# next_hop_selector

Fig. 1: next_hop_selector, gate-type map
Scale bar: 20 µm.
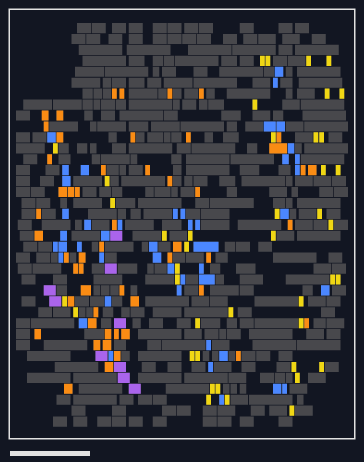
--- config.mk ---
export PLATFORM = sky130hd
export DESIGN_NAME = next_hop_selector
export DESIGN_NICKNAME = d
export VERILOG_FILES = /design/src/rtl/next_hop_selector.sv
export SDC_FILE = /design/constraint.sdc
export NUM_CORES = 1
export LEC_CHECK = 0
export CORE_ASPECT_RATIO = 1.25
export CORE_UTILIZATION = 49
export DETAILED_ROUTE_END_ITERATION = 8
export GPL_ROUTABILITY_DRIVEN = 1
export PLACE_DENSITY = 0.8
export SYNTH_ARGS = -nofsm -noshare
export SYNTH_HDL_FRONTEND = slang
export SYNTH_SLANG_ARGS = --single-unit
export TNS_END_PERCENT = 50
--- constraint.sdc ---
create_clock -name clk -period 5 [get_ports clk]
set_clock_uncertainty 0.1 [all_clocks]
set_input_delay 1 -clock clk [delete_from_list [all_inputs] [get_ports clk]]
set_output_delay 1 -clock clk [all_outputs]
set_load 0.01 [all_outputs]
--- src/rtl/next_hop_selector.sv ---
// next_hop_selector: next-hop decision engine for cluster-member nodes.
// A request either short-circuits straight to the sink or the chosen cluster
// head, or scans a streamed neighbour table and keeps the qualifying
// neighbour with the highest Q-value.
module next_hop_selector #(
   parameter int ID_W          = 8,
   parameter int HOP_W         = 8,
   parameter int Q_W           = 16,
   parameter int E_W           = 16,
   parameter int MAX_NEIGHBORS = 16,
   parameter int SINK_ID       = 0,
   localparam int CNT_W        = $clog2(MAX_NEIGHBORS + 1)
) (
   input  logic             clk,
   input  logic             rst,
   input  logic             start,
   input  logic [HOP_W-1:0] my_hops_sink,
   input  logic [HOP_W-1:0] my_hops_ch,
   input  logic [ID_W-1:0]  chosen_ch,
   input  logic [E_W-1:0]   min_energy,
   input  logic             nb_valid,
   output logic             nb_ready,
   input  logic [ID_W-1:0]  nb_id,
   input  logic [HOP_W-1:0] nb_hops_ch,
   input  logic [Q_W-1:0]   nb_qvalue,
   input  logic [E_W-1:0]   nb_energy,
   input  logic             nb_last,
   output logic             busy,
   output logic             out_valid,
   output logic [ID_W-1:0]  next_hop,
   output logic             route_found,
   output logic             overflow,
   output logic [CNT_W-1:0] cand_count
);

   localparam logic [ID_W-1:0]  SINK_ID_L = ID_W'(SINK_ID);
   localparam logic [CNT_W-1:0] MAX_CNT   = CNT_W'(MAX_NEIGHBORS);

   typedef enum logic [1:0] {
      S_IDLE,
      S_SCAN,
      S_DONE
   } state_t;

   // Control state and registered outputs
   state_t           state_q,       state_d;
   logic             nb_ready_q,    nb_ready_d;
   logic             busy_q,        busy_d;
   logic             out_valid_q,   out_valid_d;
   logic [ID_W-1:0]  next_hop_q,    next_hop_d;
   logic             route_found_q, route_found_d;
   logic             overflow_q,    overflow_d;
   logic [CNT_W-1:0] cand_count_q,  cand_count_d;
   logic [CNT_W-1:0] beat_cnt_q,    beat_cnt_d;
   logic             has_best_q,    has_best_d;

   // Request context latched at start and running best candidate
   logic [HOP_W-1:0] hops_ch_q,  hops_ch_d;
   logic [ID_W-1:0]  ch_id_q,    ch_id_d;
   logic [E_W-1:0]   min_e_q,    min_e_d;
   logic [ID_W-1:0]  best_id_q,  best_id_d;
   logic [Q_W-1:0]   best_qv_q,  best_qv_d;

   logic             beat_acc;
   logic             beat_eval;
   logic             beat_qual;
   logic             beat_take;
   logic [HOP_W-1:0] target_hops;

   assign nb_ready    = nb_ready_q;
   assign busy        = busy_q;
   assign out_valid   = out_valid_q;
   assign next_hop    = next_hop_q;
   assign route_found = route_found_q;
   assign overflow    = overflow_q;
   assign cand_count  = cand_count_q;

   // Beat classification: accepted, evaluated (within table budget), qualifying, new best
   always_comb begin
      target_hops = hops_ch_q - 1'b1;
      beat_acc    = nb_valid && nb_ready_q;
      beat_eval   = beat_acc && (beat_cnt_q < MAX_CNT);
      beat_qual   = beat_eval && (nb_hops_ch == target_hops) && (nb_energy >= min_e_q);
      beat_take   = beat_qual && (!has_best_q || (nb_qvalue > best_qv_q));
   end

   // Next-state and next-output computation for the IDLE -> SCAN -> DONE decision
   always_comb begin
      state_d       = state_q;
      out_valid_d   = 1'b0;
      next_hop_d    = next_hop_q;
      route_found_d = route_found_q;
      overflow_d    = overflow_q;
      cand_count_d  = cand_count_q;
      beat_cnt_d    = beat_cnt_q;
      has_best_d    = has_best_q;
      hops_ch_d     = hops_ch_q;
      ch_id_d       = ch_id_q;
      min_e_d       = min_e_q;
      best_id_d     = best_id_q;
      best_qv_d     = best_qv_q;

      unique case (state_q)
         S_IDLE: begin
            if (start) begin
               hops_ch_d     = my_hops_ch;
               ch_id_d       = chosen_ch;
               min_e_d       = min_energy;
               has_best_d    = 1'b0;
               beat_cnt_d    = '0;
               cand_count_d  = '0;
               overflow_d    = 1'b0;
               if (my_hops_sink == HOP_W'(1)) begin
                  state_d       = S_DONE;
                  out_valid_d   = 1'b1;
                  next_hop_d    = SINK_ID_L;
                  route_found_d = 1'b1;
               end else if (my_hops_ch <= HOP_W'(1)) begin
                  // hop count 0 also short-circuits so the scan target never underflows
                  state_d       = S_DONE;
                  out_valid_d   = 1'b1;
                  next_hop_d    = chosen_ch;
                  route_found_d = 1'b1;
               end else begin
                  state_d       = S_SCAN;
                  next_hop_d    = '0;
                  route_found_d = 1'b0;
               end
            end
         end

         S_SCAN: begin
            if (beat_acc) begin
               if (beat_eval) begin
                  beat_cnt_d = beat_cnt_q + 1'b1;
               end else begin
                  overflow_d = 1'b1;
               end
               if (beat_qual && (cand_count_q != MAX_CNT)) begin
                  cand_count_d = cand_count_q + 1'b1;
               end
               if (beat_take) begin
                  has_best_d = 1'b1;
                  best_id_d  = nb_id;
                  best_qv_d  = nb_qvalue;
               end
               if (nb_last) begin
                  state_d     = S_DONE;
                  out_valid_d = 1'b1;
                  // the final beat itself may be the winner, so look at it directly
                  if (beat_take) begin
                     next_hop_d    = nb_id;
                     route_found_d = 1'b1;
                  end else if (has_best_q) begin
                     next_hop_d    = best_id_q;
                     route_found_d = 1'b1;
                  end else begin
                     next_hop_d    = ch_id_q;
                     route_found_d = 1'b0;
                  end
               end
            end
         end

         S_DONE: begin
            state_d = S_IDLE;
         end

         default: begin
            state_d = S_IDLE;
         end
      endcase
   end

   // Handshake/status flags follow the next state so they are registered outputs
   always_comb begin
      busy_d     = (state_d != S_IDLE);
      nb_ready_d = (state_d == S_SCAN);
   end

   // Control and output registers with synchronous reset
   always_ff @(posedge clk) begin
      if (rst) begin
         state_q       <= S_IDLE;
         nb_ready_q    <= 1'b0;
         busy_q        <= 1'b0;
         out_valid_q   <= 1'b0;
         next_hop_q    <= '0;
         route_found_q <= 1'b0;
         overflow_q    <= 1'b0;
         cand_count_q  <= '0;
         beat_cnt_q    <= '0;
         has_best_q    <= 1'b0;
      end else begin
         state_q       <= state_d;
         nb_ready_q    <= nb_ready_d;
         busy_q        <= busy_d;
         out_valid_q   <= out_valid_d;
         next_hop_q    <= next_hop_d;
         route_found_q <= route_found_d;
         overflow_q    <= overflow_d;
         cand_count_q  <= cand_count_d;
         beat_cnt_q    <= beat_cnt_d;
         has_best_q    <= has_best_d;
      end
   end

   // Data registers: only meaningful once qualified by control state, so no reset
   always_ff @(posedge clk) begin
      hops_ch_q <= hops_ch_d;
      ch_id_q   <= ch_id_d;
      min_e_q   <= min_e_d;
      best_id_q <= best_id_d;
      best_qv_q <= best_qv_d;
   end

endmodule

==> ci_impl_report.md <==
## PnR job results

| Metric | Value |
|---|---|
| Vias in the first global route | 3407 |
| Most frequent logic cell in the layout | clkdlybuf4s50_1 |
| Antenna-violating nets left | 0 |
| RSZ-0062 raised after global routing | no |
| GRT Resource Usage Total | 0.2261 |
| # fillers | 609 |
| ClkCell Share | 0.03712 |
| Non-clk buf share | 0.1999 |
| WS Path Type | input pin to flop |
| Reg2Reg Depth | 8 |
| Netlist cell types | 55 |
| Comb area leader | AND-OR/OR-AND gates |
| Cell family with most CP delay | simple AND/OR/NAND/NOR gates |
| GRT met1 Usage | 0.2657 |
| #FFs+latches synth | 82 |
| Critical path arrival | 3620 ps |
| Dpl ws | 974.0 ps |
| Syn. warnings | 0 |
| I/O Buffers | 110 |
| Worst IR Drop VDD | 0.0001722 V |
| Cell taking the most area after synthesis | edfxtp_1 |
| Post-synth ARST share | 0 |
| PD cells | 260.1 nW/µm² |
| Synthesis area per yosys | 4280 µm² |
| Ant diodes | 0 |
| Placed cells | 594 |
| Die width | 85.60 µm |
| Wirelength, routed | 9909 µm |
| CTS Sinks | 82 |
| Synth area leaders | edfxtp_1, dfxtp_1, ha_1 |
| Crit Path Max Fanout | 25 |
| Status | completed |
| Placer Congestion | 0.7957 |
| Synthesized area | 4280 µm² |
| CP cell instances | clkdlybuf4s50_1, ha_1, nand4_1, or4_1, o32a_1, a211oi_4, and4_1, buf_4 |
| Cells in synth_stat.txt | 392 |
| Combinational gate area | 1866 µm² |
| Clk root buf | clkbuf_8 |
| Routed WL per cell | 16.24 µm |
| P&R area growth vs syn | 33.09% |
| Total global routing overflow | 0 |
| # clk buffers | 9 |
| Largest cell class | sequential cells |
| Worst-Margin Slew | 1046 ps |
| CP endpoint kind | flop |
Notes on Fig. 1 above:
Key: NOR gates = orange [cells 52]; XOR/XNOR gates = purple [cells 9]; inverters = yellow [cells 42, where spread over the die]; NAND gates = blue [cells 45]

[per-layer routing]
layer	vias to the layer above	wire length, µm
li1	1716	-
met1	1668	3900
met2	128	5184
met3	24	534
met4	0	289
met5	-	0
[report_power, final]
group / total (mW) / switching (mW) / leakage, nW / internal (mW)
clock: 0.504 / 0.265 / 0.0992 / 0.239
combinational: 0.214 / 0.0972 / 1.32 / 0.117
sequential: 0.763 / 0.0136 / 0.733 / 0.750

# shift_add_multiplier

Fig. 2: shift_add_multiplier, clock network drawn from the DEF
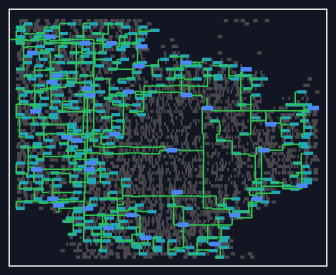
===== src/rtl/shift_add_multiplier.sv =====
// Iterative unsigned shift-add multiplier: one n-bit add per cycle, 2n-bit product
// after n RUN cycles, with a start/busy/done handshake for execute-stage stalls.
module shift_add_multiplier #(
   parameter int n = 64
) (
   input  logic           clk,
   input  logic           rst,
   input  logic           start,
   input  logic [n-1:0]   a,
   input  logic [n-1:0]   b,
   output logic           busy,
   output logic           done,
   output logic [2*n-1:0] product
);
   localparam int CW = $clog2(n) + 1;

   typedef enum logic [1:0] {IDLE, RUN, DONE} state_t;

   state_t        state;
   logic [n-1:0]  m;
   logic [n-1:0]  hi;
   logic [n-1:0]  lo;
   logic [CW-1:0] count;
   logic [n:0]    sum;

   // Carry-out lands in sum[n] and becomes hi[n-1] after the shift.
   assign sum = {1'b0, hi} + {1'b0, (lo[0] ? m : {n{1'b0}})};

   always_ff @(posedge clk) begin
      if (rst) begin
         state   <= IDLE;
         busy    <= 1'b0;
         done    <= 1'b0;
         product <= '0;
         m       <= '0;
         hi      <= '0;
         lo      <= '0;
         count   <= '0;
      end else begin
         case (state)
            IDLE: begin
               done <= 1'b0;
               if (start) begin
                  m     <= a;
                  hi    <= '0;
                  lo    <= b;
                  count <= '0;
                  busy  <= 1'b1;
                  state <= RUN;
               end
            end
            RUN: begin
               {hi, lo} <= {sum, lo[n-1:1]};
               count    <= count + 1'b1;
               if (count == CW'(n - 1)) begin
                  product <= {sum, lo[n-1:1]};
                  busy    <= 1'b0;
                  done    <= 1'b1;
                  state   <= DONE;
               end
            end
            DONE: begin
               // start is deliberately ignored here; requester re-asserts in IDLE
               done  <= 1'b0;
               state <= IDLE;
            end
            default: begin
               busy  <= 1'b0;
               done  <= 1'b0;
               state <= IDLE;
            end
         endcase
      end
   end
endmodule

===== config.mk =====
export PLATFORM = sky130hd
export DESIGN_NAME = shift_add_multiplier
export DESIGN_NICKNAME = d
export VERILOG_FILES = /design/src/rtl/shift_add_multiplier.sv
export SDC_FILE = /design/constraint.sdc
export NUM_CORES = 1
export LEC_CHECK = 0
export ABC_AREA = 1
export CORE_ASPECT_RATIO = 0.8
export CORE_MARGIN = 5
export CORE_UTILIZATION = 35
export DETAILED_ROUTE_END_ITERATION = 6
export PLACE_DENSITY = 0.64
export SYNTH_ARGS = -nofsm -noshare
export SYNTH_HDL_FRONTEND = slang
export SYNTH_SLANG_ARGS = --single-unit
export TNS_END_PERCENT = 100

===== constraint.sdc =====
create_clock -name clk -period 4.3 [get_ports clk]
set_input_delay 0.43 -clock clk [delete_from_list [all_inputs] [get_ports clk]]
set_output_delay 0.43 -clock clk [all_outputs]
set_load 0.03 [all_outputs]

==> ci_impl_report.md <==
## PnR job results

| Metric | Value |
|---|---|
| Status | completed |
| Clk root buf | clkbuf_16 |
| Antenna-violating nets left | 0 |
| Sequential cell fraction of total power | 0.435 |
| Registers | 331 |
| Kind of launch point of the worst setup path | flop |
| Vias | 18240 |
| CTS Sinks | 331 |
| Netlist cell types | 40 |
| Fp_density | 0.3557 |
| Final setup vio count | 0 |
| Clk ins delay skew pair | 570 ps |
| Vias per cell | 4.790 |
| Switching Fraction | 0.2601 |
| Most frequent logic cell in the layout | nand2_1 |
| Ant diodes | 0 |
| Initial DRC Count | 1484 |
| Slew Viols, Final | 0 |
| # fillers | 5535 |
| Setup crit start | lo[0] |
| Critical path arrival | 3520 ps |
| Clock group | 3.53 mW |
| Fmax | 325.7 MHz |
| Bufs w/o clock | 275 |
| Largest cell class | multi-input combinational cells |
| Combinational gate area | 9042 µm² |
| P&R area growth vs syn | 24.65% |
| Hold Crit Start | hi[37] |
| Total power | 7.585 mW |
| Die Ht | 214.2 µm |
| Dpl ws | 1267 ps |
| Combinational share of power | 0.100 |
| Synthesized area | 18240 µm² |
| Synth area leaders | dfxtp_1, nand2_1, inv_1 |
| Non-Filler Instances | 3807 |
| WS Path Type | flop to flop |
| Worst setup margin | 1230 ps |
| Fin nets | 3291 |
| Max_cap viols | 0 |
| Synthesis area per yosys | 18240 µm² |
| Inserted Clock Buffers | 38 |
| Post-CTS Repair Setup Buffers | 0 |
| HP Class | flop to flop |
| Die width | 265.3 µm |
| Setup_tns | 0 ps |
Notes on Fig. 2 above:
Key: clock drivers = blue [count 38]; clock wires = green [length 4950 µm]; flip-flops = cyan [count 331]
Position of the flops: spread over the die.

==> layer usage <==
metal	global-route usage	share of wire	wire length [µm]	vias to the layer above
li1	-	-	-	9345
met1	0.3136	0.47	30310	8276
met5	0	0.00041	26	-
met4	0.03552	0.012	779	4
met2	0.3261	0.42	27120	559
met3	0.05874	0.088	5649	52
==> cells by family after synthesis <==
kind of cell               share of synthesized area
AOI/OAI and AO/OA                             0.1405
and+or+nand+nor                               0.2967
xor gates and xnor gates                     0.01200
buffers and inverters                         0.1420
adders and majority gates                    0.04568
DFF                                           0.3632


## Gallery

Cell sizes after repair.
(a)
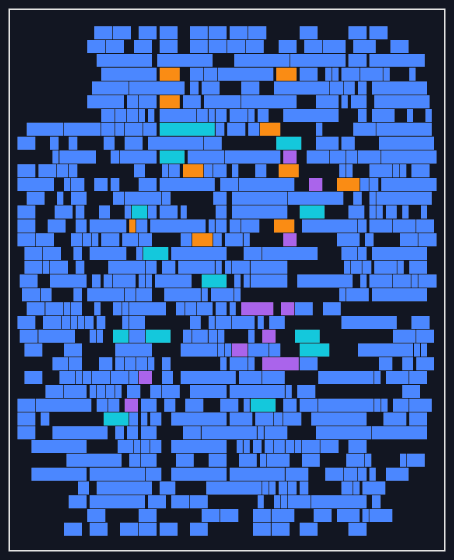
(b)
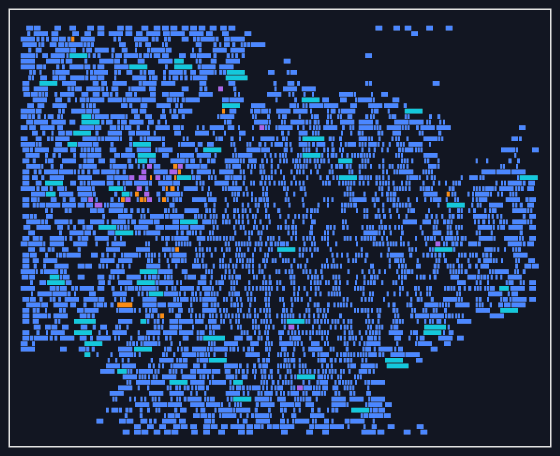
shift_add_multiplier -> (b)
next_hop_selector -> (a)
- most cells: (b)

Power is estimated from default activity; no workload was simulated.
